# ---- sram_io_ctrl_target_flat ----
Figure 1. Clock nets (sram_io_ctrl_target_flat).
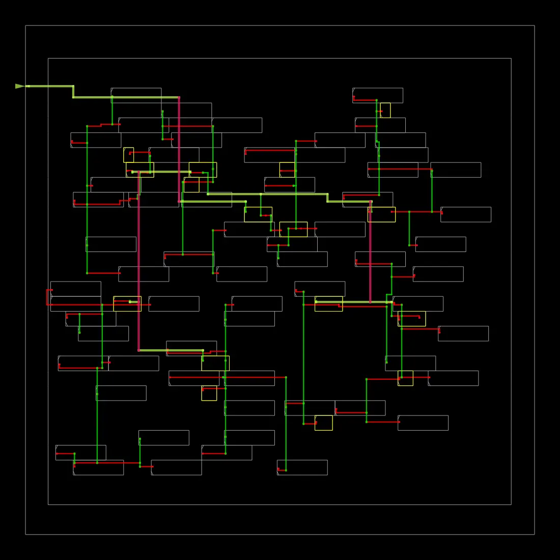
Figure 2. Drive-strength map (sram_io_ctrl_target_flat).
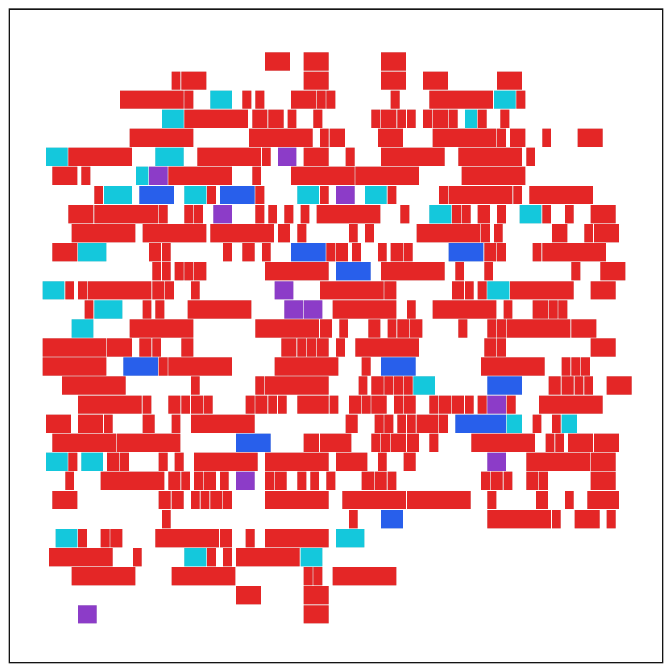
==> config.mk <==
export PLATFORM = sky130hd
export DESIGN_NAME = sram_io_ctrl_target_flat
export DESIGN_NICKNAME = d
export VERILOG_FILES = /design/src/rtl/sram_io_ctrl_target_if.sv /design/src/rtl/sram_io_ctrl_target.sv /design/src/flat_wrapper.sv
export SDC_FILE = /design/constraint.sdc
export NUM_CORES = 1
export LEC_CHECK = 0
export ABC_AREA = 1
export CAP_MARGIN = 20
export CORE_MARGIN = 4
export CORE_UTILIZATION = 40
export CTS_CLUSTER_SIZE = 40
export DETAILED_ROUTE_END_ITERATION = 10
export MAX_ROUTING_LAYER = met4
export PLACE_DENSITY = 0.61
export SLEW_MARGIN = 20
export SYNTH_ARGS = -nofsm -noshare
export SYNTH_HDL_FRONTEND = slang
export SYNTH_SLANG_ARGS = --single-unit
==> constraint.sdc <==
create_clock -name csi_clk -period 3.84 [get_ports csi_clk]
set_input_delay 0.768 -clock csi_clk [delete_from_list [all_inputs] [get_ports csi_clk]]
set_output_delay 0.768 -clock csi_clk [all_outputs]
set_load 0.02 [all_outputs]
==> src/rtl/sram_io_ctrl_target_if.sv <==
// rtl/sram_io_ctrl_target_if.sv - pad-side serial link and SRAM macro bus bundle
//
// Purpose: groups the initiator link (bgn/load/mode/si/so/rdy) and the
// program SRAM bus into one interface.
// Modports:
//    slave  - the on-chip responder (sram_io_ctrl_target)
//    master - the environment: link initiator plus SRAM macro
// Signals:
//    ctrl_bgn, ctrl_load, ctrl_mod0, ctrl_mod1, ctrl_si  initiator -> target
//    ctrl_so, ctrl_rdy                                   target -> initiator
//    sram_addr, sram_wdata, sram_cs, sram_we             target -> SRAM
//    sram_rdata                                          SRAM -> target
interface sram_io_ctrl_target_if #(
   parameter int MEMORY_DATA_WIDTH = 8,
   parameter int MEMORY_ADDR_WIDTH = 9
);
   logic                         ctrl_bgn;
   logic                         ctrl_load;
   logic                         ctrl_mod0;
   logic                         ctrl_mod1;
   logic                         ctrl_si;
   logic                         ctrl_so;
   logic                         ctrl_rdy;
   logic [MEMORY_ADDR_WIDTH-1:0] sram_addr;
   logic [MEMORY_DATA_WIDTH-1:0] sram_wdata;
   logic [MEMORY_DATA_WIDTH-1:0] sram_rdata;
   logic                         sram_cs;
   logic                         sram_we;

   modport slave (
      input  ctrl_bgn, ctrl_load, ctrl_mod0, ctrl_mod1, ctrl_si, sram_rdata,
      output ctrl_so, ctrl_rdy, sram_addr, sram_wdata, sram_cs, sram_we
   );

   modport master (
      output ctrl_bgn, ctrl_load, ctrl_mod0, ctrl_mod1, ctrl_si, sram_rdata,
      input  ctrl_so, ctrl_rdy, sram_addr, sram_wdata, sram_cs, sram_we
   );
endinterface

==> src/rtl/sram_io_ctrl_target.sv <==
// rtl/sram_io_ctrl_target.sv - SCPU SRAM serial load/readback responder
//
// Purpose: receives a {addr, data} frame LSB first while shifting out the
// previous response frame, then on a bgn rising edge performs one SRAM
// write (mode 01) or read (mode 10) using the last received frame.
// Ports:
//    csi_clk      single clock
//    rsi_reset_n  asynchronous active-low reset
//    bus          sram_io_ctrl_target_if.slave (serial link + SRAM bus)
module sram_io_ctrl_target #(
   parameter int MEMORY_DATA_WIDTH = 8,
   parameter int MEMORY_ADDR_WIDTH = 9,
   parameter int REG_BITS_WIDTH    = MEMORY_ADDR_WIDTH + MEMORY_DATA_WIDTH
) (
   input  logic                         csi_clk,
   input  logic                         rsi_reset_n,
   sram_io_ctrl_target_if.slave         bus
);

   localparam logic [7:0] CNT_LOAD = 8'(REG_BITS_WIDTH);

   typedef enum logic [2:0] {
      IDLE  = 3'd0,
      SHIFT = 3'd1,
      WRITE = 3'd2,
      READ  = 3'd3,
      RWAIT = 3'd4
   } state_t;

   state_t                    state;
   state_t                    state_nx;
   logic [REG_BITS_WIDTH-1:0] sr;
   logic [REG_BITS_WIDTH-1:0] frame;
   logic [REG_BITS_WIDTH-1:0] resp;
   logic [7:0]                cnt;
   logic                      bgn_d;
   logic                      bgn_rise;
   logic [1:0]                mode;
   logic [REG_BITS_WIDTH-1:0] sr_shift;

   assign bgn_rise = bus.ctrl_bgn & ~bgn_d;
   assign mode     = {bus.ctrl_mod1, bus.ctrl_mod0};
   // New bits enter at the top so the first bit received ends up in bit 0.
   assign sr_shift = {bus.ctrl_si, sr[REG_BITS_WIDTH-1:1]};

   always_ff @(posedge csi_clk or negedge rsi_reset_n) begin
      if (!rsi_reset_n) begin
         state <= IDLE;
      end else begin
         state <= state_nx;
      end
   end

   // load takes priority over a bgn rise in IDLE; the rise is simply lost.
   always_comb begin
      state_nx = state;
      case (state)
         IDLE: begin
            if (bus.ctrl_load) begin
               state_nx = SHIFT;
            end else if (bgn_rise) begin
               case (mode)
                  2'b01:   state_nx = WRITE;
                  2'b10:   state_nx = READ;
                  default: state_nx = IDLE;
               endcase
            end
         end
         SHIFT: begin
            if (bus.ctrl_load) begin
               state_nx = SHIFT;
            end else if (cnt <= 8'd1) begin
               state_nx = IDLE;
            end
         end
         WRITE:   state_nx = IDLE;
         READ:    state_nx = RWAIT;
         RWAIT:   state_nx = IDLE;
         default: state_nx = IDLE;
      endcase
   end

   always_ff @(posedge csi_clk or negedge rsi_reset_n) begin
      if (!rsi_reset_n) begin
         sr    <= '0;
         frame <= '0;
         resp  <= '0;
         cnt   <= '0;
         bgn_d <= 1'b0;
      end else begin
         // Tracks in every state so a bgn held high never retriggers.
         bgn_d <= bus.ctrl_bgn;
         case (state)
            IDLE: begin
               if (bus.ctrl_load) begin
                  sr  <= resp;
                  cnt <= CNT_LOAD;
               end
            end
            SHIFT: begin
               if (bus.ctrl_load) begin
                  // Restart: frame keeps its old value until a full frame lands.
                  sr  <= resp;
                  cnt <= CNT_LOAD;
               end else if (cnt != 8'd0) begin
                  sr  <= sr_shift;
                  cnt <= cnt - 8'd1;
                  if (cnt == 8'd1) begin
                     frame <= sr_shift;
                  end
               end
            end
            WRITE: begin
               resp <= frame;
            end
            RWAIT: begin
               // SRAM read data is valid the cycle after the READ access.
               resp <= {frame[REG_BITS_WIDTH-1:MEMORY_DATA_WIDTH], bus.sram_rdata};
            end
            default: begin
            end
         endcase
      end
   end

   assign bus.ctrl_so    = sr[0];
   assign bus.ctrl_rdy   = (state == IDLE);
   assign bus.sram_cs    = (state == WRITE) || (state == READ);
   assign bus.sram_we    = (state == WRITE);
   assign bus.sram_addr  = frame[REG_BITS_WIDTH-1:MEMORY_DATA_WIDTH];
   assign bus.sram_wdata = frame[MEMORY_DATA_WIDTH-1:0];

endmodule
==> src/flat_wrapper.sv <==
// flat-port wrapper written by rule: the top's interface ports become plain ports
module sram_io_ctrl_target_flat 
#(
   parameter int MEMORY_DATA_WIDTH = 8,
   parameter int MEMORY_ADDR_WIDTH = 9,
   parameter int REG_BITS_WIDTH    = MEMORY_ADDR_WIDTH + MEMORY_DATA_WIDTH
)
  (csi_clk, rsi_reset_n, bus_ctrl_bgn, bus_ctrl_load, bus_ctrl_mod0, bus_ctrl_mod1, bus_ctrl_si, bus_sram_rdata, bus_ctrl_so, bus_ctrl_rdy, bus_sram_addr, bus_sram_wdata, bus_sram_cs, bus_sram_we);
  sram_io_ctrl_target_if #(.MEMORY_DATA_WIDTH(MEMORY_DATA_WIDTH), .MEMORY_ADDR_WIDTH(MEMORY_ADDR_WIDTH)) bus_i ();
  input  logic csi_clk;
  input  logic rsi_reset_n;
  input wire logic [$bits(bus_i.ctrl_bgn)-1:0] bus_ctrl_bgn;
  input wire logic [$bits(bus_i.ctrl_load)-1:0] bus_ctrl_load;
  input wire logic [$bits(bus_i.ctrl_mod0)-1:0] bus_ctrl_mod0;
  input wire logic [$bits(bus_i.ctrl_mod1)-1:0] bus_ctrl_mod1;
  input wire logic [$bits(bus_i.ctrl_si)-1:0] bus_ctrl_si;
  input wire logic [$bits(bus_i.sram_rdata)-1:0] bus_sram_rdata;
  output wire logic [$bits(bus_i.ctrl_so)-1:0] bus_ctrl_so;
  output wire logic [$bits(bus_i.ctrl_rdy)-1:0] bus_ctrl_rdy;
  output wire logic [$bits(bus_i.sram_addr)-1:0] bus_sram_addr;
  output wire logic [$bits(bus_i.sram_wdata)-1:0] bus_sram_wdata;
  output wire logic [$bits(bus_i.sram_cs)-1:0] bus_sram_cs;
  output wire logic [$bits(bus_i.sram_we)-1:0] bus_sram_we;
  assign bus_i.ctrl_bgn = bus_ctrl_bgn;
  assign bus_i.ctrl_load = bus_ctrl_load;
  assign bus_i.ctrl_mod0 = bus_ctrl_mod0;
  assign bus_i.ctrl_mod1 = bus_ctrl_mod1;
  assign bus_i.ctrl_si = bus_ctrl_si;
  assign bus_i.sram_rdata = bus_sram_rdata;
  assign bus_ctrl_so = bus_i.ctrl_so;
  assign bus_ctrl_rdy = bus_i.ctrl_rdy;
  assign bus_sram_addr = bus_i.sram_addr;
  assign bus_sram_wdata = bus_i.sram_wdata;
  assign bus_sram_cs = bus_i.sram_cs;
  assign bus_sram_we = bus_i.sram_we;
  sram_io_ctrl_target #(.MEMORY_DATA_WIDTH(MEMORY_DATA_WIDTH), .MEMORY_ADDR_WIDTH(MEMORY_ADDR_WIDTH), .REG_BITS_WIDTH(REG_BITS_WIDTH)) u_core (.csi_clk(csi_clk), .rsi_reset_n(rsi_reset_n), .bus(bus_i));
endmodule
==> qor.log <==
INFO  pwr            power=2.52mW
INFO  pwr            clock_power_share=19.9%
INFO  cells_and_area nonClockBufferCount=41
INFO  global_route   grt_start_max_net_pins=50
INFO  cells_and_area area.sequential=0.00158sqmm
INFO  status         status=completed
INFO  critical_path  crit_path_max_fanout=4
INFO  cells_and_area stdcell_area=0.00349sqmm
INFO  global_route   gr-usage-met1=20.0%
INFO  synthesis      synth.top_cell.area_share=54.5%
INFO  synthesis      ys_seq_share=54.5%
INFO  placed_design  dpl.hpwl=4020um
INFO  synthesis      dominantRegCellSynth=sky130_fd_sc_hd__dfrtp_1
INFO  synthesis      synth-edff-count=0
INFO  cts            clkSlewWorstSetupHoldPaths=80ps
INFO  final_timing   grt_setup_unrepaired=false
INFO  critical_path  critPathTopFamily=buffers and inverters
INFO  cts            cts_root_buffer=sky130_fd_sc_hd__clkbuf_8
INFO  global_route   globalRouteOverflowTotal=0
INFO  placed_design  place_inst=454
INFO  synthesis      syn_area_per_cell=8.77squm
INFO  routing        wl_met1=2800um
INFO  final_timing   max_slew.worst_pin.slew=809ps
INFO  floorplan      core.rowCount=30
About Figure 1:
number of clock buffers in the layout: 9
Clock Skew: 9.52 ps
sinks on the clock net: 63
Insertion Delay late pin: 340 ps

About Figure 2:
colour	size	cells	share	most used
red	drive 1 or less	325	87%	nand2_1
purple	drive 3 to 4	11	2.9%	buf_4
blue	drive 6 and up	11	2.9%	clkbuf_8
cyan	drive 2	27	7.2%	o21ai_2

power groups by stage:
stage	registers, mW	logic [mW]	clock network [mW]
after floorplan	1.12	0.601	0
after global placement	1.08	0.956	0
after detailed placement	1.08	0.972	0
after CTS	1.07	0.975	0.519
after global routing	1.10	1.08	0.553
final	1.07	0.954	0.503
state kept, by name, summed over array words and instances, names as in the netlist:
signal        count
u_core.bgn_d      1
u_core.cnt        8
u_core.frame     17
u_core.resp      17
u_core.sr        17
u_core.state      3

# ---- countdown_timer_bcd ----
==> src/rtl/countdown_timer_bcd_pkg.sv <==
// Shared definitions for the MM:SS countdown timer: FSM state encoding,
// BCD digit limits and the load-legality check.
package countdown_timer_bcd_pkg;

    typedef enum logic [1:0] {
        ST_IDLE  = 2'd0,
        ST_RUN   = 2'd1,
        ST_PAUSE = 2'd2,
        ST_DONE  = 2'd3
    } state_t;

    localparam int SEC_T_MAX = 5;
    localparam int DIGIT_MAX = 9;

    // A load value is usable only if every digit stays inside its own modulus.
    function automatic logic bcd_time_legal(input logic [3:0] mt,
                                            input logic [3:0] mu,
                                            input logic [3:0] st,
                                            input logic [3:0] su,
                                            input logic [3:0] mt_max);
        return (su <= 4'(DIGIT_MAX)) && (st <= 4'(SEC_T_MAX)) &&
               (mu <= 4'(DIGIT_MAX)) && (mt <= mt_max);
    endfunction

endpackage

==> src/rtl/countdown_timer_bcd_bcd_down_digit.sv <==
// One BCD down-counting digit with wrap-to-MAX and a combinational borrow,
// chained four times to form the MM:SS countdown.
module bcd_down_digit #(
    parameter int MAX = 9
) (
    input  logic       clk,
    input  logic       clr,
    input  logic       ld,
    input  logic [3:0] ld_val,
    input  logic       dec,
    output logic [3:0] q,
    output logic       borrow_out
);

    localparam logic [3:0] MAX_V = 4'(MAX);

    assign borrow_out = dec && (q == 4'd0);

    always_ff @(posedge clk or negedge clr) begin
        if (!clr) begin
            q <= 4'd0;
        end else if (ld) begin
            q <= ld_val;
        end else if (dec) begin
            q <= (q == 4'd0) ? MAX_V : q - 4'd1;
        end
    end

endmodule

==> src/rtl/countdown_timer_bcd.sv <==
// Settable MM:SS countdown timer driven by a 1 Hz tick, with done and timed alarm.
// Optional build macro AUTO_RELOAD_EN: reload the last legal value at 00:00 and keep running.
module countdown_timer_bcd
    import countdown_timer_bcd_pkg::*;
#(
    parameter int ALARM_TICKS = 10,
    parameter int MIN_T_MAX   = 9
) (
    input  logic       clk,
    input  logic       clr,
    input  logic       tick,
    input  logic       load,
    input  logic       start,
    input  logic       pause,
    input  logic [3:0] ld_min_t,
    input  logic [3:0] ld_min_u,
    input  logic [3:0] ld_sec_t,
    input  logic [3:0] ld_sec_u,
    output logic [3:0] min_t,
    output logic [3:0] min_u,
    output logic [3:0] sec_t,
    output logic [3:0] sec_u,
    output logic       running,
    output logic       done,
    output logic       alarm,
    output logic       load_err,
    output logic [1:0] state_dbg
);

    localparam logic [3:0] ALARM_LAST = 4'(ALARM_TICKS - 1);

    state_t      state;
    logic [3:0]  alarm_cnt;
    logic [15:0] ld_vec;
    logic [15:0] dig_val;
    logic        ld_legal;
    logic        ld_ok;
    logic        digits_zero;
    logic        one_left;
    logic        hits_zero;
    logic        reload;
    logic        dig_ld;
    logic        dec_su;
    logic        bor_su;
    logic        bor_st;
    logic        bor_mu;
    logic        bor_mt;

    assign ld_vec      = {ld_min_t, ld_min_u, ld_sec_t, ld_sec_u};
    assign ld_legal    = bcd_time_legal(ld_min_t, ld_min_u, ld_sec_t, ld_sec_u, 4'(MIN_T_MAX));
    assign ld_ok       = load && (state != ST_RUN) && ld_legal;
    assign digits_zero = ({min_t, min_u, sec_t, sec_u} == 16'h0000);
    assign one_left    = ({min_t, min_u, sec_t, sec_u} == 16'h0001);
    assign dec_su      = tick && (state == ST_RUN);
    // A borrow out of the top digit cannot occur from a nonzero value; treat it as terminal anyway.
    assign hits_zero   = (dec_su && one_left) || bor_mt;
    assign state_dbg   = state;

`ifdef AUTO_RELOAD_EN
    logic [15:0] shadow;

    always_ff @(posedge clk or negedge clr) begin
        if (!clr) begin
            shadow <= 16'h0000;
        end else if (ld_ok) begin
            shadow <= ld_vec;
        end
    end

    assign reload  = hits_zero && (shadow != 16'h0000);
    assign dig_val = reload ? shadow : ld_vec;
`else
    assign reload  = 1'b0;
    assign dig_val = ld_vec;
`endif

    assign dig_ld = ld_ok || reload;

    bcd_down_digit #(.MAX(DIGIT_MAX)) u_sec_u (
        .clk(clk), .clr(clr), .ld(dig_ld), .ld_val(dig_val[3:0]),
        .dec(dec_su), .q(sec_u), .borrow_out(bor_su)
    );

    bcd_down_digit #(.MAX(SEC_T_MAX)) u_sec_t (
        .clk(clk), .clr(clr), .ld(dig_ld), .ld_val(dig_val[7:4]),
        .dec(bor_su), .q(sec_t), .borrow_out(bor_st)
    );

    bcd_down_digit #(.MAX(DIGIT_MAX)) u_min_u (
        .clk(clk), .clr(clr), .ld(dig_ld), .ld_val(dig_val[11:8]),
        .dec(bor_st), .q(min_u), .borrow_out(bor_mu)
    );

    bcd_down_digit #(.MAX(MIN_T_MAX)) u_min_t (
        .clk(clk), .clr(clr), .ld(dig_ld), .ld_val(dig_val[15:12]),
        .dec(bor_mu), .q(min_t), .borrow_out(bor_mt)
    );

    always_ff @(posedge clk or negedge clr) begin
        if (!clr) begin
            state     <= ST_IDLE;
            running   <= 1'b0;
            done      <= 1'b0;
            alarm     <= 1'b0;
            alarm_cnt <= 4'd0;
            load_err  <= 1'b0;
        end else begin
            load_err <= 1'b0;

            if (alarm && tick) begin
                if (alarm_cnt == ALARM_LAST) begin
                    alarm     <= 1'b0;
                    alarm_cnt <= 4'd0;
                end else begin
                    alarm_cnt <= alarm_cnt + 4'd1;
                end
            end

            // Any load outside RUN consumes the cycle, so a coincident start is dropped.
            if (load && (state != ST_RUN)) begin
                if (ld_legal) begin
                    state     <= ST_IDLE;
                    running   <= 1'b0;
                    done      <= 1'b0;
                    alarm     <= 1'b0;
                    alarm_cnt <= 4'd0;
                end else begin
                    load_err <= 1'b1;
                end
            end else begin
                case (state)
                    ST_IDLE: begin
                        if (start && !digits_zero) begin
                            state   <= ST_RUN;
                            running <= 1'b1;
                        end
                    end
                    ST_PAUSE: begin
                        if (start && !pause && !digits_zero) begin
                            state   <= ST_RUN;
                            running <= 1'b1;
                        end
                    end
                    ST_RUN: begin
                        done <= 1'b0;
                        if (hits_zero) begin
                            done      <= 1'b1;
                            alarm     <= 1'b1;
                            alarm_cnt <= 4'd0;
                            if (!reload) begin
                                state   <= ST_DONE;
                                running <= 1'b0;
                            end
                        end else if (pause) begin
                            state   <= ST_PAUSE;
                            running <= 1'b0;
                        end
                    end
                    ST_DONE: begin
                    end
                endcase
            end
        end
    end

endmodule

==> config.mk <==
export PLATFORM = sky130hd
export DESIGN_NAME = countdown_timer_bcd
export DESIGN_NICKNAME = d
export VERILOG_FILES = /design/src/rtl/countdown_timer_bcd_pkg.sv /design/src/rtl/countdown_timer_bcd_bcd_down_digit.sv /design/src/rtl/countdown_timer_bcd.sv
export SDC_FILE = /design/constraint.sdc
export NUM_CORES = 1
export LEC_CHECK = 0
export CORE_ASPECT_RATIO = 0.7
export CORE_MARGIN = 3
export CORE_UTILIZATION = 32
export DETAILED_ROUTE_END_ITERATION = 10
export SYNTH_ARGS = -nofsm -noshare
export SYNTH_HDL_FRONTEND = slang
export SYNTH_SLANG_ARGS = --single-unit
==> constraint.sdc <==
create_clock -name clk -period 1.71 [get_ports clk]
set_clock_uncertainty 0.05 [all_clocks]
set_input_delay 0.342 -clock clk [delete_from_list [all_inputs] [get_ports clk]]
set_output_delay 0.342 -clock clk [all_outputs]
set_load 0.005 [all_outputs]
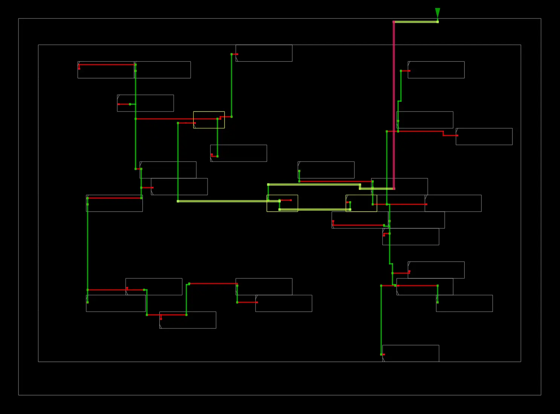
Figure 3: countdown_timer_bcd, clock nets.
number of clock buffers in the layout: 3
number of buffers inserted during clock tree synthesis: 3
Insertion Delay late pin: 270 ps
total number of sequential cells: 26

==> qor.log <==
INFO  floorplan      fp-utilization=34.5%
INFO  synthesis      synth_warnings=0
INFO  critical_path  cp_slowest_cell=sky130_fd_sc_hd__dfrtp_1
INFO  pwr            power.sequential.total=1.15mW
INFO  synthesis      yosys.area_share.simple=28.4%
INFO  floorplan      core.rowCount=19
INFO  status         status=finished with violations
INFO  critical_path  critPathTopFamily=simple AND/OR/NAND/NOR gates
INFO  synthesis      synth-compound-area-share=16.9%
INFO  routing        met2_length=1950um
INFO  pwr            swShare=36.5%
INFO  final_timing   post-route-worst-setup-slack=-71.0ps
INFO  flow_run       cap_viol_max_count=0
INFO  routing        met3_length=185um
INFO  cells_and_area fill_cells=359
INFO  placed_design  pre_cts_slack=-370ps
INFO  routing        detail_route.wirelength=4370um
INFO  final_timing   final-setup-viol-count=5
INFO  synthesis      postSynth.asyncResetShare=100%
INFO  synthesis      netlist_area=0.00140sqmm
INFO  pwr            p_per_area=1350mW/mm^2
INFO  global_route   globalRouteOverflowTotal=0
INFO  status         failed_checks=negative setup slack
INFO  critical_path  cp_slowest_stage_delay=420ps
INFO  cells_and_area multi_input_comb_area=796squm
INFO  pwr            comb_power=1.71mW
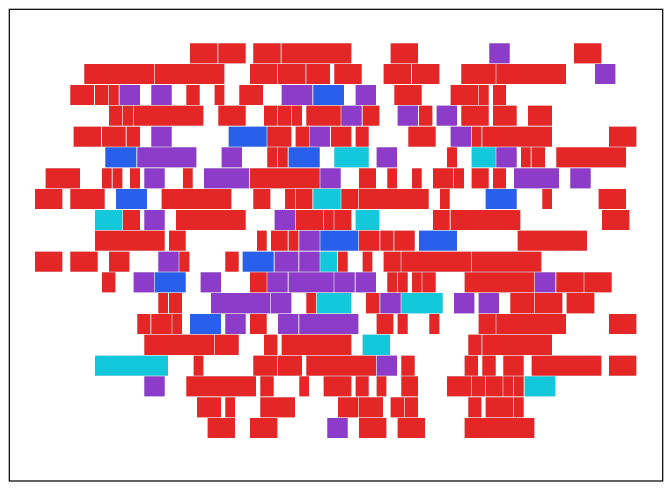
Figure 4: countdown_timer_bcd, drive-strength map.
colour	size	cells	share
red	drive 1 or less	176	72%
cyan	drive 2	11	4.5%
blue	drive 6 and up	11	4.5%
purple	drive 3 to 4	45	19%

==> area by class of cell <==
type	instances	area share, %
Inverter	4	0.632
Tap cell	52	2.74
Clock buffer	3	1.74
Timing Repair Buffer	88	34.0
Multi-Input combinational cell	122	33.5
Sequential cell	26	27.4
==> sequential cells by signal, indices dropped and copies added (netlist names) <==
| name | cells |
|---|---|
| state_dbg | 2 |
| running | 1 |
| u_min_t.q | 4 |
| done | 1 |
| load_err | 1 |
| u_sec_u.q | 4 |
| alarm_cnt | 4 |
| alarm | 1 |
| u_sec_t.q | 4 |
| u_min_u.q | 4 |

# ---- memory_arbiter ----
Figure 5. Signal wires on met1 (memory_arbiter).
Supply wires on this layer in grey.
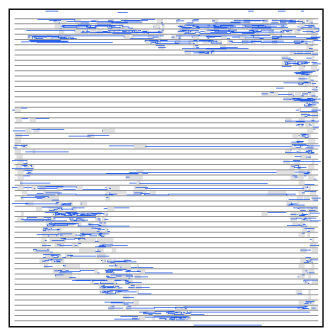
Figure 6. Placed cells, one colour a class (memory_arbiter).
The bar under the picture is 50 um long.
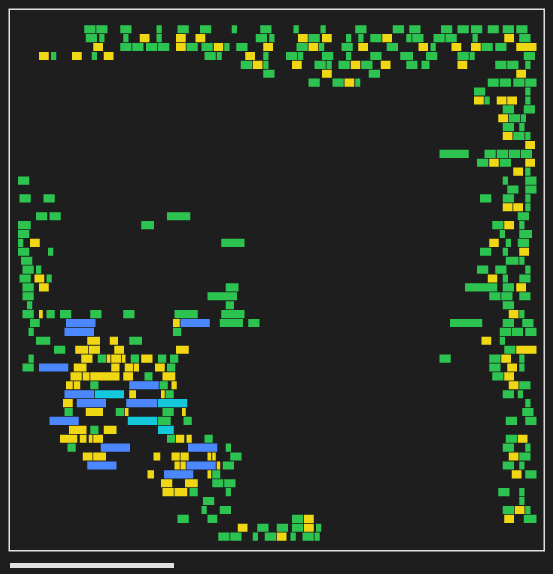
Figure 7. Clock nets (memory_arbiter).
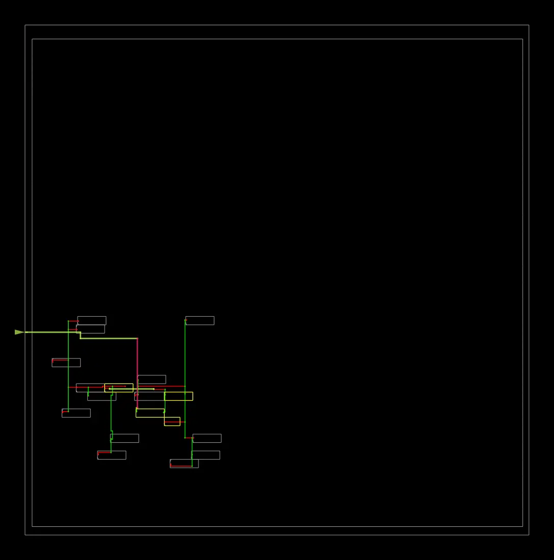
<file path="src/rtl/memory_arbiter.sv">
// -----------------------------------------------------------------------------
// memory_arbiter
//
// Purpose:
//   Sits in front of a single-port synchronous RAM (memory_module) and shares
//   its one port between two requesters, A and B. After reset the block first
//   sweeps every RAM word to zero (INIT). It then arbitrates round-robin between
//   the requesters (RUN), at most one RAM access per cycle.
//
// Handshake:
//   A request transfers on a rising edge where <x>_valid and <x>_ready are both
//   high. Ready is a same-cycle combinational grant. A requester may change or
//   drop its request while its ready is low, and its request fields are only
//   used while it holds the grant. Read data returns one cycle after the
//   transfer. <x>_resp_valid pulses for exactly that cycle and <x>_dout carries
//   the data. Responses cannot be stalled.
//
// Ports:
//   clk           in   system clock, rising edge
//   rst           in   asynchronous active-high reset
//   a_valid       in   requester A has a request
//   a_ready       out  A's request is granted this cycle
//   a_r_w         in   A: 1 = write, 0 = read
//   a_addr        in   A address
//   a_din         in   A write data
//   a_resp_valid  out  A read data valid on a_dout this cycle
//   a_dout        out  A read data (RAM dout passed through)
//   b_*                same set of signals for requester B
//   init_done     out  high once the zero sweep has finished
//   mem_r_w       out  RAM r_w (1 = write)
//   mem_addr      out  RAM address
//   mem_din       out  RAM write data
//   mem_dout      in   RAM registered read data
// -----------------------------------------------------------------------------
module memory_arbiter #(
  parameter int ADDR       = 5,
  parameter int DATA_WIDTH = 64
) (
  input  logic                  clk,
  input  logic                  rst,

  input  logic                  a_valid,
  output logic                  a_ready,
  input  logic                  a_r_w,
  input  logic [ADDR-1:0]       a_addr,
  input  logic [DATA_WIDTH-1:0] a_din,
  output logic                  a_resp_valid,
  output logic [DATA_WIDTH-1:0] a_dout,

  input  logic                  b_valid,
  output logic                  b_ready,
  input  logic                  b_r_w,
  input  logic [ADDR-1:0]       b_addr,
  input  logic [DATA_WIDTH-1:0] b_din,
  output logic                  b_resp_valid,
  output logic [DATA_WIDTH-1:0] b_dout,

  output logic                  init_done,

  output logic                  mem_r_w,
  output logic [ADDR-1:0]       mem_addr,
  output logic [DATA_WIDTH-1:0] mem_din,
  input  logic [DATA_WIDTH-1:0] mem_dout
);

  typedef enum logic {
    INIT = 1'b0,
    RUN  = 1'b1
  } state_t;

  // Priority pointer encoding: names the requester that wins under contention.
  localparam logic PTR_A = 1'b0;
  localparam logic PTR_B = 1'b1;

  state_t          state_q, state_d;
  logic [ADDR-1:0] cnt_q, cnt_d;
  logic            ptr_q, ptr_d;
  logic            a_resp_q, a_resp_d;
  logic            b_resp_q, b_resp_d;
  logic [ADDR-1:0] last_addr_q, last_addr_d;

  logic            grant_a;
  logic            grant_b;

  // ---------------------------------------------------------------------------
  // State registers
  // ---------------------------------------------------------------------------
  always_ff @(posedge clk or posedge rst) begin
    if (rst) begin
      state_q     <= INIT;
      cnt_q       <= '0;
      ptr_q       <= PTR_A;
      a_resp_q    <= 1'b0;
      b_resp_q    <= 1'b0;
      last_addr_q <= '0;
    end else begin
      state_q     <= state_d;
      cnt_q       <= cnt_d;
      ptr_q       <= ptr_d;
      a_resp_q    <= a_resp_d;
      b_resp_q    <= b_resp_d;
      last_addr_q <= last_addr_d;
    end
  end

  // ---------------------------------------------------------------------------
  // Grant selection. A lone requester always wins; the pointer only matters
  // when both are asking.
  // ---------------------------------------------------------------------------
  always_comb begin
    grant_a = 1'b0;
    grant_b = 1'b0;
    if (state_q == RUN) begin
      grant_a = a_valid && (!b_valid || (ptr_q == PTR_A));
      grant_b = b_valid && (!a_valid || (ptr_q == PTR_B));
    end
  end

  // ---------------------------------------------------------------------------
  // Next state and outputs
  // ---------------------------------------------------------------------------
  always_comb begin
    state_d     = state_q;
    cnt_d       = cnt_q;
    ptr_d       = ptr_q;
    a_resp_d    = 1'b0;
    b_resp_d    = 1'b0;
    last_addr_d = last_addr_q;

    a_ready     = 1'b0;
    b_ready     = 1'b0;
    // Idle RUN cycles issue a harmless read at the previous address.
    mem_r_w     = 1'b0;
    mem_addr    = last_addr_q;
    mem_din     = '0;

    unique case (state_q)
      INIT: begin
        mem_r_w     = 1'b1;
        mem_addr    = cnt_q;
        last_addr_d = cnt_q;
        if (cnt_q == {ADDR{1'b1}}) begin
          // Last word written this cycle: one pass only, counter stays put.
          state_d = RUN;
        end else begin
          cnt_d = cnt_q + 1'b1;
        end
      end

      RUN: begin
        if (grant_a) begin
          a_ready     = 1'b1;
          mem_r_w     = a_r_w;
          mem_addr    = a_addr;
          mem_din     = a_din;
          last_addr_d = a_addr;
          ptr_d       = PTR_B;
          a_resp_d    = !a_r_w;
        end else if (grant_b) begin
          b_ready     = 1'b1;
          mem_r_w     = b_r_w;
          mem_addr    = b_addr;
          mem_din     = b_din;
          last_addr_d = b_addr;
          ptr_d       = PTR_A;
          b_resp_d    = !b_r_w;
        end
      end

      default: begin
        state_d = INIT;
      end
    endcase
  end

  // RAM dout is already registered, so the response strobe lines up with it.
  assign a_resp_valid = a_resp_q;
  assign b_resp_valid = b_resp_q;
  assign a_dout       = mem_dout;
  assign b_dout       = mem_dout;
  assign init_done    = (state_q == RUN);

endmodule

</file>
<file path="config.mk">
export PLATFORM = sky130hd
export DESIGN_NAME = memory_arbiter
export DESIGN_NICKNAME = d
export VERILOG_FILES = /design/src/rtl/memory_arbiter.sv
export SDC_FILE = /design/constraint.sdc
export NUM_CORES = 1
export LEC_CHECK = 0
export CORE_AREA = 2 2 161 163
export DETAILED_ROUTE_END_ITERATION = 7
export DIE_AREA = 0 0 163 165
export PLACE_DENSITY = 0.52
export SLEW_MARGIN = 15
export SYNTH_ARGS = -nofsm -noshare
export SYNTH_HDL_FRONTEND = slang
export SYNTH_SLANG_ARGS = --single-unit
</file>
<file path="constraint.sdc">
create_clock -name clk -period 1.59 [get_ports clk]
set_input_delay 0.159 -clock clk [delete_from_list [all_inputs] [get_ports clk]]
set_output_delay 0.159 -clock clk [all_outputs]
set_load 0.01 [all_outputs]
</file>
==> qor.log <==
INFO  final_timing   final-setup-viol-count=69
INFO  synthesis      ys_seq_elements=14
INFO  critical_path  end_point_of_the_critical_path=mem_din[4]
INFO  cts            htree_levels=1
INFO  status         status=finished with violations
INFO  final_timing   post-route-worst-setup-slack=-282ps
INFO  final_timing   clock_skew=1.26ps
INFO  cells_and_area register_fraction_of_the_total_cell_area=8.45%
INFO  cts            hold_buffer_count_at_cts=0
INFO  placed_design  pre_cts_slack=-691ps
INFO  synthesis      synth.area.top_cells=sky130_fd_sc_hd__buf_4 40%, sky130_fd_sc_hd__a22o_1 23%, sky130_fd_sc_hd__dfrtp_1 14%
INFO  final_timing   final_number_of_hold_violating_endpoints=0
INFO  synthesis      postSynthNetCount=489
INFO  status         failed_checks=negative setup slack
INFO  synthesis      synth_warnings=0
INFO  pwr            ir_drop=0.000305V
INFO  synthesis      synth.top_cell.area_share=39.5%
## Picture notes: Figure 5
longest straight run	82.8 um
nets with wire on the layer	438
wire length on this layer	4370 um
main direction	horizontal
share of all routed wire	36%

## Picture notes: Figure 6
colour	class	cells
cyan	clock drivers and dummy loads	4
blue	flip-flops	14
green	other buffers and delay cells	254
yellow	all other logic	120

## Picture notes: Figure 7
number of clock buffers in the layout: 4
Insertion Delay late pin: 240 ps
clock network power: 0.534 mW

[per-layer routing]
metal | up-vias | track usage [%] | part of all wire [%]
met1 | 1072 | 8.42 | 36
met4 | 0 | 1.33 | 1.1
li1 | 1096 | - | -
met5 | - | 0 | 0
met3 | 17 | 5.05 | 15
met2 | 240 | 13.1 | 47
[power groups by stage]
stage | clock [mW] | sequential (mW) | combinational (mW)
CTS | 0.547 | 0.390 | 1.30
detailed placement | 0 | 0.396 | 1.34
global placement | 0 | 0.397 | 1.34
global route | 0.562 | 0.392 | 1.37
finish | 0.534 | 0.390 | 1.28
floorplan | 0 | 0.397 | 0.824

# ---- pc_sequencer ----
Figure 8. Placed cells, one colour a class (pc_sequencer).
The bar under the picture is 50 um long.
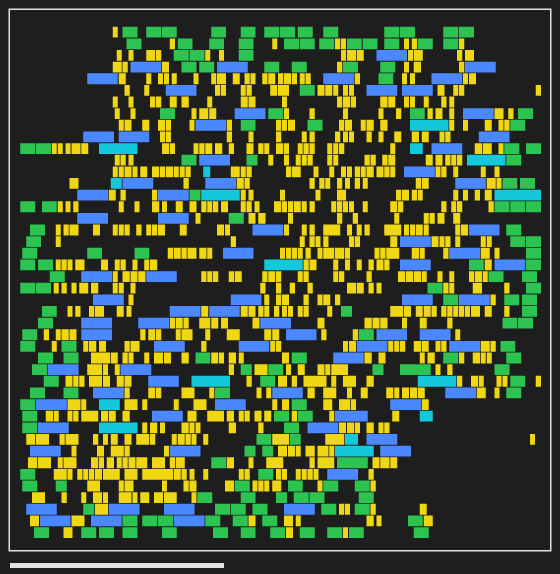
Figure 9. Signal wires on met1 (pc_sequencer).
Supply wires on this layer in grey.
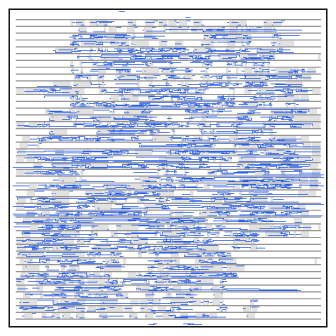
`config.mk`:
```
export PLATFORM = sky130hd
export DESIGN_NAME = pc_sequencer
export DESIGN_NICKNAME = d
export VERILOG_FILES = /design/src/rtl/pc_sequencer.sv
export SDC_FILE = /design/constraint.sdc
export NUM_CORES = 1
export LEC_CHECK = 0
export ABC_AREA = 1
export CELL_PAD_IN_SITES_DETAIL_PLACEMENT = 0
export CELL_PAD_IN_SITES_GLOBAL_PLACEMENT = 1
export CORE_MARGIN = 2
export CORE_UTILIZATION = 35
export DETAILED_ROUTE_END_ITERATION = 10
export HOLD_SLACK_MARGIN = 0.12
export MAX_ROUTING_LAYER = met4
export PLACE_DENSITY = 0.87
export REMOVE_ABC_BUFFERS = 1
export SLEW_MARGIN = 20
export SYNTH_ARGS = -nofsm -noshare
export SYNTH_HDL_FRONTEND = slang
export SYNTH_SLANG_ARGS = --single-unit
```
`constraint.sdc`:
```
create_clock -name clk -period 2.8 [get_ports clk]
set_input_delay 0.28 -clock clk [delete_from_list [all_inputs] [get_ports clk]]
set_output_delay 0.28 -clock clk [all_outputs]
set_load 0.01 [all_outputs]
```
`src/rtl/pc_sequencer.sv`:
```
// Fetch-stage PC owner: picks the next PC, holds the request address stable while
// instruction memory back-pressures, buffers redirects and drives flush/kill strobes.
module pc_sequencer #(
    parameter logic [31:0] RESET_PC = 32'h0000_0000,
    parameter int          CNT_W    = 16
) (
    input  logic             clk,
    input  logic             reset,
    input  logic             stall,
    input  logic             br_taken,
    input  logic [31:0]      br_target,
    input  logic             jmp_valid,
    input  logic [31:0]      jmp_target,
    input  logic             imem_ready,
    output logic             fetch_req,
    output logic [31:0]      pc,
    output logic [31:0]      pc_plus4,
    output logic             fetch_kill,
    output logic             flush_ifid,
    output logic             flush_idex,
    output logic             flush_exmem,
    output logic             misalign_err,
    output logic [CNT_W-1:0] redirect_cnt
);

    localparam logic [0:0] RUN        = 1'b0;
    localparam logic [0:0] REDIR_WAIT = 1'b1;

    logic [0:0]       stateReg, stateNext;
    logic [31:0]      pcReg, pcNext;
    logic [31:0]      pendPcReg, pendPcNext;
    logic             misalignReg, misalignNext;
    logic [CNT_W-1:0] cntReg, cntNext;
    logic             acc;
    logic             redirect;
    logic [31:0]      redirTarget;
    logic             killComb;
    logic             flushAll;
    logic             flushIfidOnly;

    // The request is live in every cycle outside reset, including the first one after it.
    assign fetch_req = ~reset;
    assign acc       = fetch_req & imem_ready;
    assign pc        = pcReg;
    assign pc_plus4  = pcReg + 32'd4;

    always_comb begin
        stateNext     = stateReg;
        pcNext        = pcReg;
        pendPcNext    = pendPcReg;
        misalignNext  = misalignReg;
        cntNext       = cntReg;
        killComb      = 1'b0;
        flushAll      = 1'b0;
        flushIfidOnly = 1'b0;
        redirect      = 1'b0;
        redirTarget   = br_target;

        if (!reset) begin
            // A branch wins in either state; a jump seen while waiting is on the wrong path.
            if (br_taken) begin
                flushAll    = 1'b1;
                redirect    = 1'b1;
                redirTarget = br_target;
            end else if (stateReg == RUN && jmp_valid && !stall) begin
                flushIfidOnly = 1'b1;
                redirect      = 1'b1;
                redirTarget   = jmp_target;
            end

            if (redirect) begin
                if (redirTarget[1:0] != 2'b00) begin
                    misalignNext = 1'b1;
                end
                if (cntReg != {CNT_W{1'b1}}) begin
                    cntNext = cntReg + CNT_W'(1);
                end
                if (acc) begin
                    pcNext    = {redirTarget[31:2], 2'b00};
                    killComb  = 1'b1;
                    stateNext = RUN;
                end else begin
                    pendPcNext = {redirTarget[31:2], 2'b00};
                    stateNext  = REDIR_WAIT;
                end
            end else if (stateReg == REDIR_WAIT) begin
                if (acc) begin
                    pcNext    = pendPcReg;
                    killComb  = 1'b1;
                    stateNext = RUN;
                end
            end else if (acc) begin
                // A stalled accept refetches the same address and discards the returned word.
                if (stall) begin
                    killComb = 1'b1;
                end else begin
                    pcNext = pc_plus4;
                end
            end
        end
    end

    always_ff @(posedge clk) begin
        if (reset) begin
            stateReg    <= RUN;
            pcReg       <= RESET_PC;
            pendPcReg   <= 32'h0000_0000;
            misalignReg <= 1'b0;
            cntReg      <= '0;
        end else begin
            stateReg    <= stateNext;
            pcReg       <= pcNext;
            pendPcReg   <= pendPcNext;
            misalignReg <= misalignNext;
            cntReg      <= cntNext;
        end
    end

    assign fetch_kill   = killComb;
    assign flush_ifid   = flushAll | flushIfidOnly;
    assign flush_idex   = flushAll;
    assign flush_exmem  = flushAll;
    assign misalign_err = misalignReg;
    assign redirect_cnt = cntReg;

endmodule

```
==> qor.log <==
INFO  cts            cts-buffers-inserted=9
INFO  status         status=completed
INFO  synthesis      synthTopLogicFamily=simple AND/OR/NAND/NOR gates
INFO  routing        ant_nets=0
INFO  synthesis      synth-adder-area-share=0.479%
INFO  final_timing   timing.final.crit_share=92.3%
INFO  hold_path      timing.hold.worst_endpoint=misalign_err
INFO  final_timing   max_slew.worst_pin.slew=630ps
INFO  critical_path  critPathTopFamily=simple AND/OR/NAND/NOR gates
INFO  critical_path  cp_slowest_stage_delay=570ps
INFO  critical_path  reg2reg_depth=9
INFO  final_timing   grt_setup_unrepaired=false
INFO  final_timing   worst_hold_slack=472ps
INFO  final_timing   clock_skew=12.0ps
INFO  final_timing   fin_crit=2580ps
INFO  cells_and_area antenna_cells=0
INFO  final_timing   finalSetupTns=0ps
INFO  synthesis      synth_dominant_cell_count=sky130_fd_sc_hd__nand2_1
INFO  routing        detail_route.wirelength=16800um
## Picture notes: Figure 8
colour	class	cells
yellow	all other logic	740
blue	flip-flops	78
green	other buffers and delay cells	164
cyan	clock drivers and dummy loads	16

## Picture notes: Figure 9
share of all routed wire	47%
nets with wire on the layer	962

==> state kept, by name, summed over array words and instances, names as in the netlist <==
signal,cells
redirect_cnt,16
misalign_err,1
pc,30
stateReg,1
pendPcReg,30
==> layout make-up <==
cell class                 count  area [sq um]  area share (%)
clock buffer                  10           239            3.35
timing repair buffer         164          1630            22.9
sequential                    78          1560            21.9
tap                          184           230            3.23
multi-input combinational    662          3100            43.5
inverter                      78           295            4.14
clock inverter                 6          68.8           0.965
==> routing by layer <==
metal / share of wire, % / vias up
met3: 4.5 / 25
met4: 2.0 / 0
met1: 47 / 2485
met5: 0 / -
met2: 46 / 145
li1: - / 3019

# ---- pwm_sine_multi_flat ----
===== src/rtl/pwm_sine_multi_if.sv =====
// Byte-stream link between the UART RX/TX pair and the sine PWM core.
// master = UART side, slave = core side.
interface pwm_sine_multi_if;
  logic [7:0] rx_data;
  logic       rx_valid;
  logic [7:0] tx_data;
  logic       tx_valid;
  logic       tx_ready;

  modport master (
    output rx_data, rx_valid, tx_ready,
    input  tx_data, tx_valid
  );

  modport slave (
    input  rx_data, rx_valid, tx_ready,
    output tx_data, tx_valid
  );
endinterface


===== src/rtl/pwm_sine_multi.sv =====
// Multi-channel DDS sine PWM with 3-byte frame configuration port.
// Each channel: phase accumulator -> quarter-wave LUT -> amplitude -> PWM.
module pwm_sine_multi #(
  parameter int CHANNELS       = 2,
  parameter int PWM_BITS       = 8,
  parameter int PHASE_BITS     = 16,
  parameter int LUT_ADDR_BITS  = 6,
  parameter int TIMEOUT_CYCLES = 100000
) (
  input  logic                clk1,
  input  logic                rst,
  input  logic                en,
  pwm_sine_multi_if.slave     bus,
  output logic [CHANNELS-1:0] pwm_out,
  output logic                period_tick
);

  localparam int LN = 2 ** LUT_ADDR_BITS;
  localparam int LW = PWM_BITS - 1;
  localparam int TW = $clog2(TIMEOUT_CYCLES + 1);
  localparam logic [PWM_BITS-1:0] MID =
    {1'b1, {(PWM_BITS-1){1'b0}}};
  localparam logic [PWM_BITS-1:0] CMAX = '1;

  // Integer Taylor series, 2^28 fixed point, so the table is
  // built at elaboration without real arithmetic.
  function automatic int lut_val(input int i);
    longint sc, hp, x, term, sum, amp;
    sc   = 64'sd268435456;
    hp   = 64'sd421657428;
    x    = hp * longint'(i) / longint'(LN);
    sum  = x;
    term = x;
    for (int k = 1; k < 8; k++) begin
      term = term * x / sc;
      term = term * x / sc;
      term = -term / longint'(2 * k * (2 * k + 1));
      sum  = sum + term;
    end
    amp = (64'sd1 <<< (PWM_BITS - 1)) - 64'sd1;
    return int'((amp * sum + sc / 2) / sc);
  endfunction

  logic [LW-1:0] lut [LN];

  for (genvar i = 0; i < LN; i++) begin : g_lut
    localparam int V = lut_val(i);
    assign lut[i] = LW'(V);
  end

  typedef enum logic [1:0] {
    IDLE, B1, B2, RESP
  } st_t;

  st_t            st_q, st_d;
  logic [1:0]     op_q, op_d;
  logic [3:0]     ch_q, ch_d;
  logic [7:0]     hi_q, hi_d;
  logic [7:0]     txd_q, txd_d;
  logic           ovr_q, ovr_d;
  logic [TW-1:0]  to_q, to_d;
  logic           wr_ftw, wr_amp;
  logic           expire, ch_ok;
  logic [PHASE_BITS-1:0] ftw_val;

  logic [PWM_BITS-1:0]   cnt_q;
  logic                  tick_q;
  logic [CHANNELS-1:0]   pwm_q;
  logic                  wrap;
  logic [PHASE_BITS-1:0] phase_q  [CHANNELS];
  logic [PHASE_BITS-1:0] ftw_q    [CHANNELS];
  logic [PHASE_BITS-1:0] ftw_sh_q [CHANNELS];
  logic [7:0]            amp_q    [CHANNELS];
  logic [7:0]            amp_sh_q [CHANNELS];
  logic [PWM_BITS-1:0]   duty_q   [CHANNELS];
  logic [PWM_BITS-1:0]   dnext_q  [CHANNELS];
  logic [PWM_BITS-1:0]   dnext_d  [CHANNELS];

  assign wrap        = en && (cnt_q == CMAX);
  assign pwm_out     = pwm_q;
  assign period_tick = tick_q;

  for (genvar c = 0; c < CHANNELS; c++) begin : g_ch
    logic [1:0]               q;
    logic [LUT_ADDR_BITS-1:0] a, idx;
    logic [LW+7:0]            prod;
    logic [LW-1:0]            s;

    assign q    = phase_q[c][PHASE_BITS-1 -: 2];
    assign a    = phase_q[c][PHASE_BITS-3 -: LUT_ADDR_BITS];
    assign idx  = q[0] ? ~a : a;
    assign prod = {8'd0, lut[idx]} * {{LW{1'b0}}, amp_q[c]};
    assign s    = prod[LW+7:8];
    assign dnext_d[c] = q[1] ? MID - {1'b0, s}
                             : MID + {1'b0, s};
  end

  always_ff @(posedge clk1 or posedge rst) begin
    if (rst) begin
      cnt_q  <= '0;
      tick_q <= 1'b0;
      pwm_q  <= '0;
      for (int c = 0; c < CHANNELS; c++) begin
        phase_q[c]  <= '0;
        ftw_q[c]    <= '0;
        ftw_sh_q[c] <= '0;
        amp_q[c]    <= '0;
        amp_sh_q[c] <= '0;
        duty_q[c]   <= MID;
        dnext_q[c]  <= MID;
      end
    end else begin
      tick_q <= wrap;
      if (en) cnt_q <= cnt_q + 1'b1;
      for (int c = 0; c < CHANNELS; c++) begin
        dnext_q[c] <= dnext_d[c];
        pwm_q[c]   <= en && (cnt_q < duty_q[c]);
        if (wrap) begin
          duty_q[c]  <= dnext_q[c];
          phase_q[c] <= phase_q[c] + ftw_q[c];
          ftw_q[c]   <= ftw_sh_q[c];
          amp_q[c]   <= amp_sh_q[c];
        end
        if (wr_ftw && ch_q == 4'(c)) ftw_sh_q[c] <= ftw_val;
        if (wr_amp && ch_q == 4'(c)) amp_sh_q[c] <= bus.rx_data;
      end
    end
  end

  assign expire  = (to_q == TW'(TIMEOUT_CYCLES - 1));
  assign ch_ok   = {1'b0, ch_q} < 5'(CHANNELS);
  assign ftw_val = PHASE_BITS'({hi_q, bus.rx_data});

  assign bus.tx_valid = (st_q == RESP);
  assign bus.tx_data  = txd_q;

  always_comb begin
    st_d   = st_q;
    op_d   = op_q;
    ch_d   = ch_q;
    hi_d   = hi_q;
    txd_d  = txd_q;
    ovr_d  = ovr_q;
    to_d   = to_q;
    wr_ftw = 1'b0;
    wr_amp = 1'b0;
    unique case (st_q)
      IDLE: begin
        if (bus.rx_valid) begin
          op_d = bus.rx_data[7:6];
          ch_d = bus.rx_data[3:0];
          to_d = '0;
          st_d = B1;
        end
      end
      B1, B2: begin
        if (expire) begin
          // a byte landing on expiry starts a fresh frame
          to_d = '0;
          if (bus.rx_valid) begin
            op_d = bus.rx_data[7:6];
            ch_d = bus.rx_data[3:0];
            st_d = B1;
          end else begin
            st_d = IDLE;
          end
        end else if (bus.rx_valid) begin
          to_d = '0;
          if (st_q == B1) begin
            hi_d = bus.rx_data;
            st_d = B2;
          end else begin
            st_d = RESP;
            unique case (op_q)
              2'b00: begin
                wr_ftw = ch_ok;
                txd_d  = ch_ok ? 8'hA5 : 8'hEE;
              end
              2'b01: begin
                wr_amp = ch_ok;
                txd_d  = ch_ok ? 8'hA5 : 8'hEE;
              end
              2'b10: begin
                txd_d = {ovr_q, 3'b000, 4'(CHANNELS - 1)};
                ovr_d = 1'b0;
              end
              default: txd_d = 8'hEE;
            endcase
          end
        end else begin
          to_d = to_q + TW'(1);
        end
      end
      RESP: begin
        if (bus.rx_valid) ovr_d = 1'b1;
        if (bus.tx_ready) st_d = IDLE;
      end
      default: st_d = IDLE;
    endcase
  end

  always_ff @(posedge clk1 or posedge rst) begin
    if (rst) begin
      st_q  <= IDLE;
      op_q  <= '0;
      ch_q  <= '0;
      hi_q  <= '0;
      txd_q <= '0;
      ovr_q <= 1'b0;
      to_q  <= '0;
    end else begin
      st_q  <= st_d;
      op_q  <= op_d;
      ch_q  <= ch_d;
      hi_q  <= hi_d;
      txd_q <= txd_d;
      ovr_q <= ovr_d;
      to_q  <= to_d;
    end
  end

endmodule


===== src/flat_wrapper.sv =====
// flat-port wrapper written by rule: the top's interface ports become plain ports
module pwm_sine_multi_flat 
#(
  parameter int CHANNELS       = 2,
  parameter int PWM_BITS       = 8,
  parameter int PHASE_BITS     = 16,
  parameter int LUT_ADDR_BITS  = 6,
  parameter int TIMEOUT_CYCLES = 100000
)
  (clk1, rst, en, pwm_out, period_tick, bus_rx_data, bus_rx_valid, bus_tx_ready, bus_tx_data, bus_tx_valid);
  pwm_sine_multi_if bus_i ();
  input  logic clk1;
  input  logic rst;
  input  logic en;
  output logic [CHANNELS-1:0] pwm_out;
  output logic period_tick;
  input wire logic [$bits(bus_i.rx_data)-1:0] bus_rx_data;
  input wire logic [$bits(bus_i.rx_valid)-1:0] bus_rx_valid;
  input wire logic [$bits(bus_i.tx_ready)-1:0] bus_tx_ready;
  output wire logic [$bits(bus_i.tx_data)-1:0] bus_tx_data;
  output wire logic [$bits(bus_i.tx_valid)-1:0] bus_tx_valid;
  assign bus_i.rx_data = bus_rx_data;
  assign bus_i.rx_valid = bus_rx_valid;
  assign bus_i.tx_ready = bus_tx_ready;
  assign bus_tx_data = bus_i.tx_data;
  assign bus_tx_valid = bus_i.tx_valid;
  pwm_sine_multi #(.CHANNELS(CHANNELS), .PWM_BITS(PWM_BITS), .PHASE_BITS(PHASE_BITS), .LUT_ADDR_BITS(LUT_ADDR_BITS), .TIMEOUT_CYCLES(TIMEOUT_CYCLES)) u_core (.clk1(clk1), .rst(rst), .en(en), .bus(bus_i), .pwm_out(pwm_out), .period_tick(period_tick));
endmodule

===== config.mk =====
export PLATFORM = sky130hd
export DESIGN_NAME = pwm_sine_multi_flat
export DESIGN_NICKNAME = d
export VERILOG_FILES = /design/src/rtl/pwm_sine_multi_if.sv /design/src/rtl/pwm_sine_multi.sv /design/src/flat_wrapper.sv
export SDC_FILE = /design/constraint.sdc
export NUM_CORES = 1
export LEC_CHECK = 0
export ABC_AREA = 1
export CAP_MARGIN = 20
export CORE_MARGIN = 1
export CORE_UTILIZATION = 35
export DETAILED_ROUTE_END_ITERATION = 10
export SYNTH_ARGS = -nofsm -noshare
export SYNTH_HDL_FRONTEND = slang
export SYNTH_SLANG_ARGS = --single-unit

===== constraint.sdc =====
create_clock -name clk1 -period 7.6 [get_ports clk1]
set_clock_uncertainty 0.1 [all_clocks]
set_input_delay 2.28 -clock clk1 [delete_from_list [all_inputs] [get_ports clk1]]
set_output_delay 2.28 -clock clk1 [all_outputs]
set_load 0.01 [all_outputs]

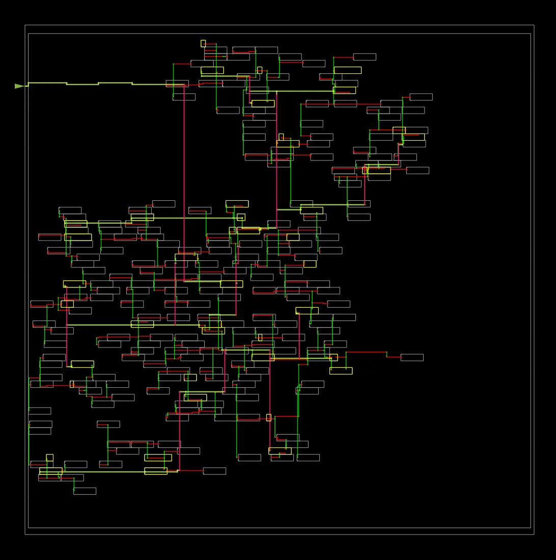
Figure 10: pwm_sine_multi_flat, clock nets.
Insertion Delay late pin: 530 ps
number of clock buffers in the layout: 32
total number of sequential cells: 209
sinks on the clock net: 209

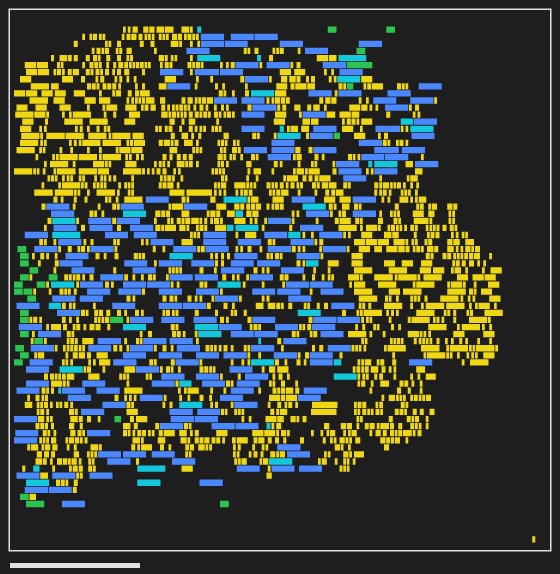
Figure 11: pwm_sine_multi_flat, placed cells, one colour a class.
The bar under the picture is 50 um long.
colour	class	cells
cyan	clock drivers and dummy loads	44
blue	flip-flops	209
green	other buffers and delay cells	29
yellow	all other logic	1639

==> qor.log <==
INFO  status         status=completed
INFO  cells_and_area comb.multi_input.count=1384
INFO  final_timing   grt_setup_unrepaired=false
INFO  global_route   globalRouteOverflowTotal=0
INFO  critical_path  critPathTopFamily=adder cells
INFO  critical_path  setup.worst_path.end_class=register
INFO  cells_and_area fill_cells=4236
INFO  cells_and_area postLayoutCoreUtil=39.7%
INFO  routing        drt_first_pass_iters=5
INFO  critical_path  crit_path_max_fanout=12
INFO  placed_design  place_inst=2407
INFO  synthesis      synth_warnings=0
INFO  floorplan      fp-utilization=35.9%
INFO  cells_and_area area_delta_synth_final=10.7%
INFO  final_timing   post-route-worst-setup-slack=749ps
INFO  floorplan      core.rowCount=74
INFO  synthesis      synth_top_cell_by_area=sky130_fd_sc_hd__dfrtp_1
INFO  global_route   grt_antenna_before_repair=0
INFO  synthesis      yosys.area_share.simple=25.0%
INFO  routing        dr.first_iter.drc_count=704
INFO  floorplan      floorplan.die.height=207um
INFO  cells_and_area combAreaFraction=50.9%
INFO  hold_path      timing.hold.worst.start=u_core.dnext_q[8]
INFO  cells_and_area clock_cell_area_share=5.19%
INFO  synthesis      top_cells_by_count=546 x sky130_fd_sc_hd__nand2_1, 251 x sky130_fd_sc_hd__inv_1, 205 x sky130_fd_sc_hd__dfrtp_1
==> layer usage <==
metal	vias up	part of all wire, %	global-route usage (%)
met1	5768	48	21.1
met2	208	46	26.4
li1	6088	-	-
met5	-	0	0
met4	0	2.0	3.83
met3	55	3.7	1.63
==> worst paths after layout <==
kind / to / depth (start not counted)
setup / recovery: u_core.dnext_q[6] / 34
max in group asynchronous: u_core.g_ch[0].q[0] / 4
setup reg to reg: u_core.dnext_q[6] / 34
hold reg to reg: u_core.duty_q[8] / 2
min in group asynchronous: u_core.to_q[12] / 3
hold / removal: u_core.duty_q[8] / 2


==> notes/layouts.md <==
Pictures saved along the way, in no particular order.

Signal wires on met1.
Supply wires on this layer in grey.
Plate I
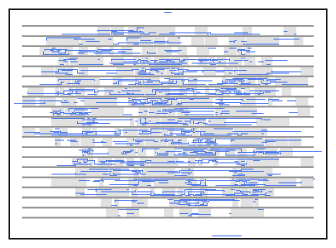
Plate II
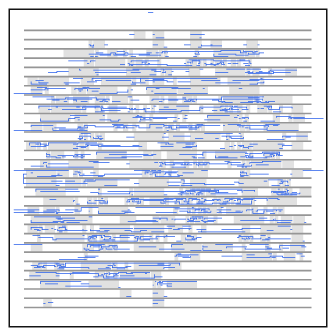
Plate III
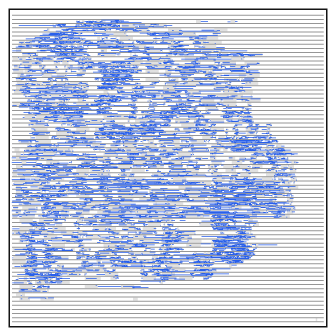
Plate II is sram_io_ctrl_target_flat.
Plate III is pwm_sine_multi_flat.
Plate I is countdown_timer_bcd.

Power is estimated from default activity; no workload was simulated.
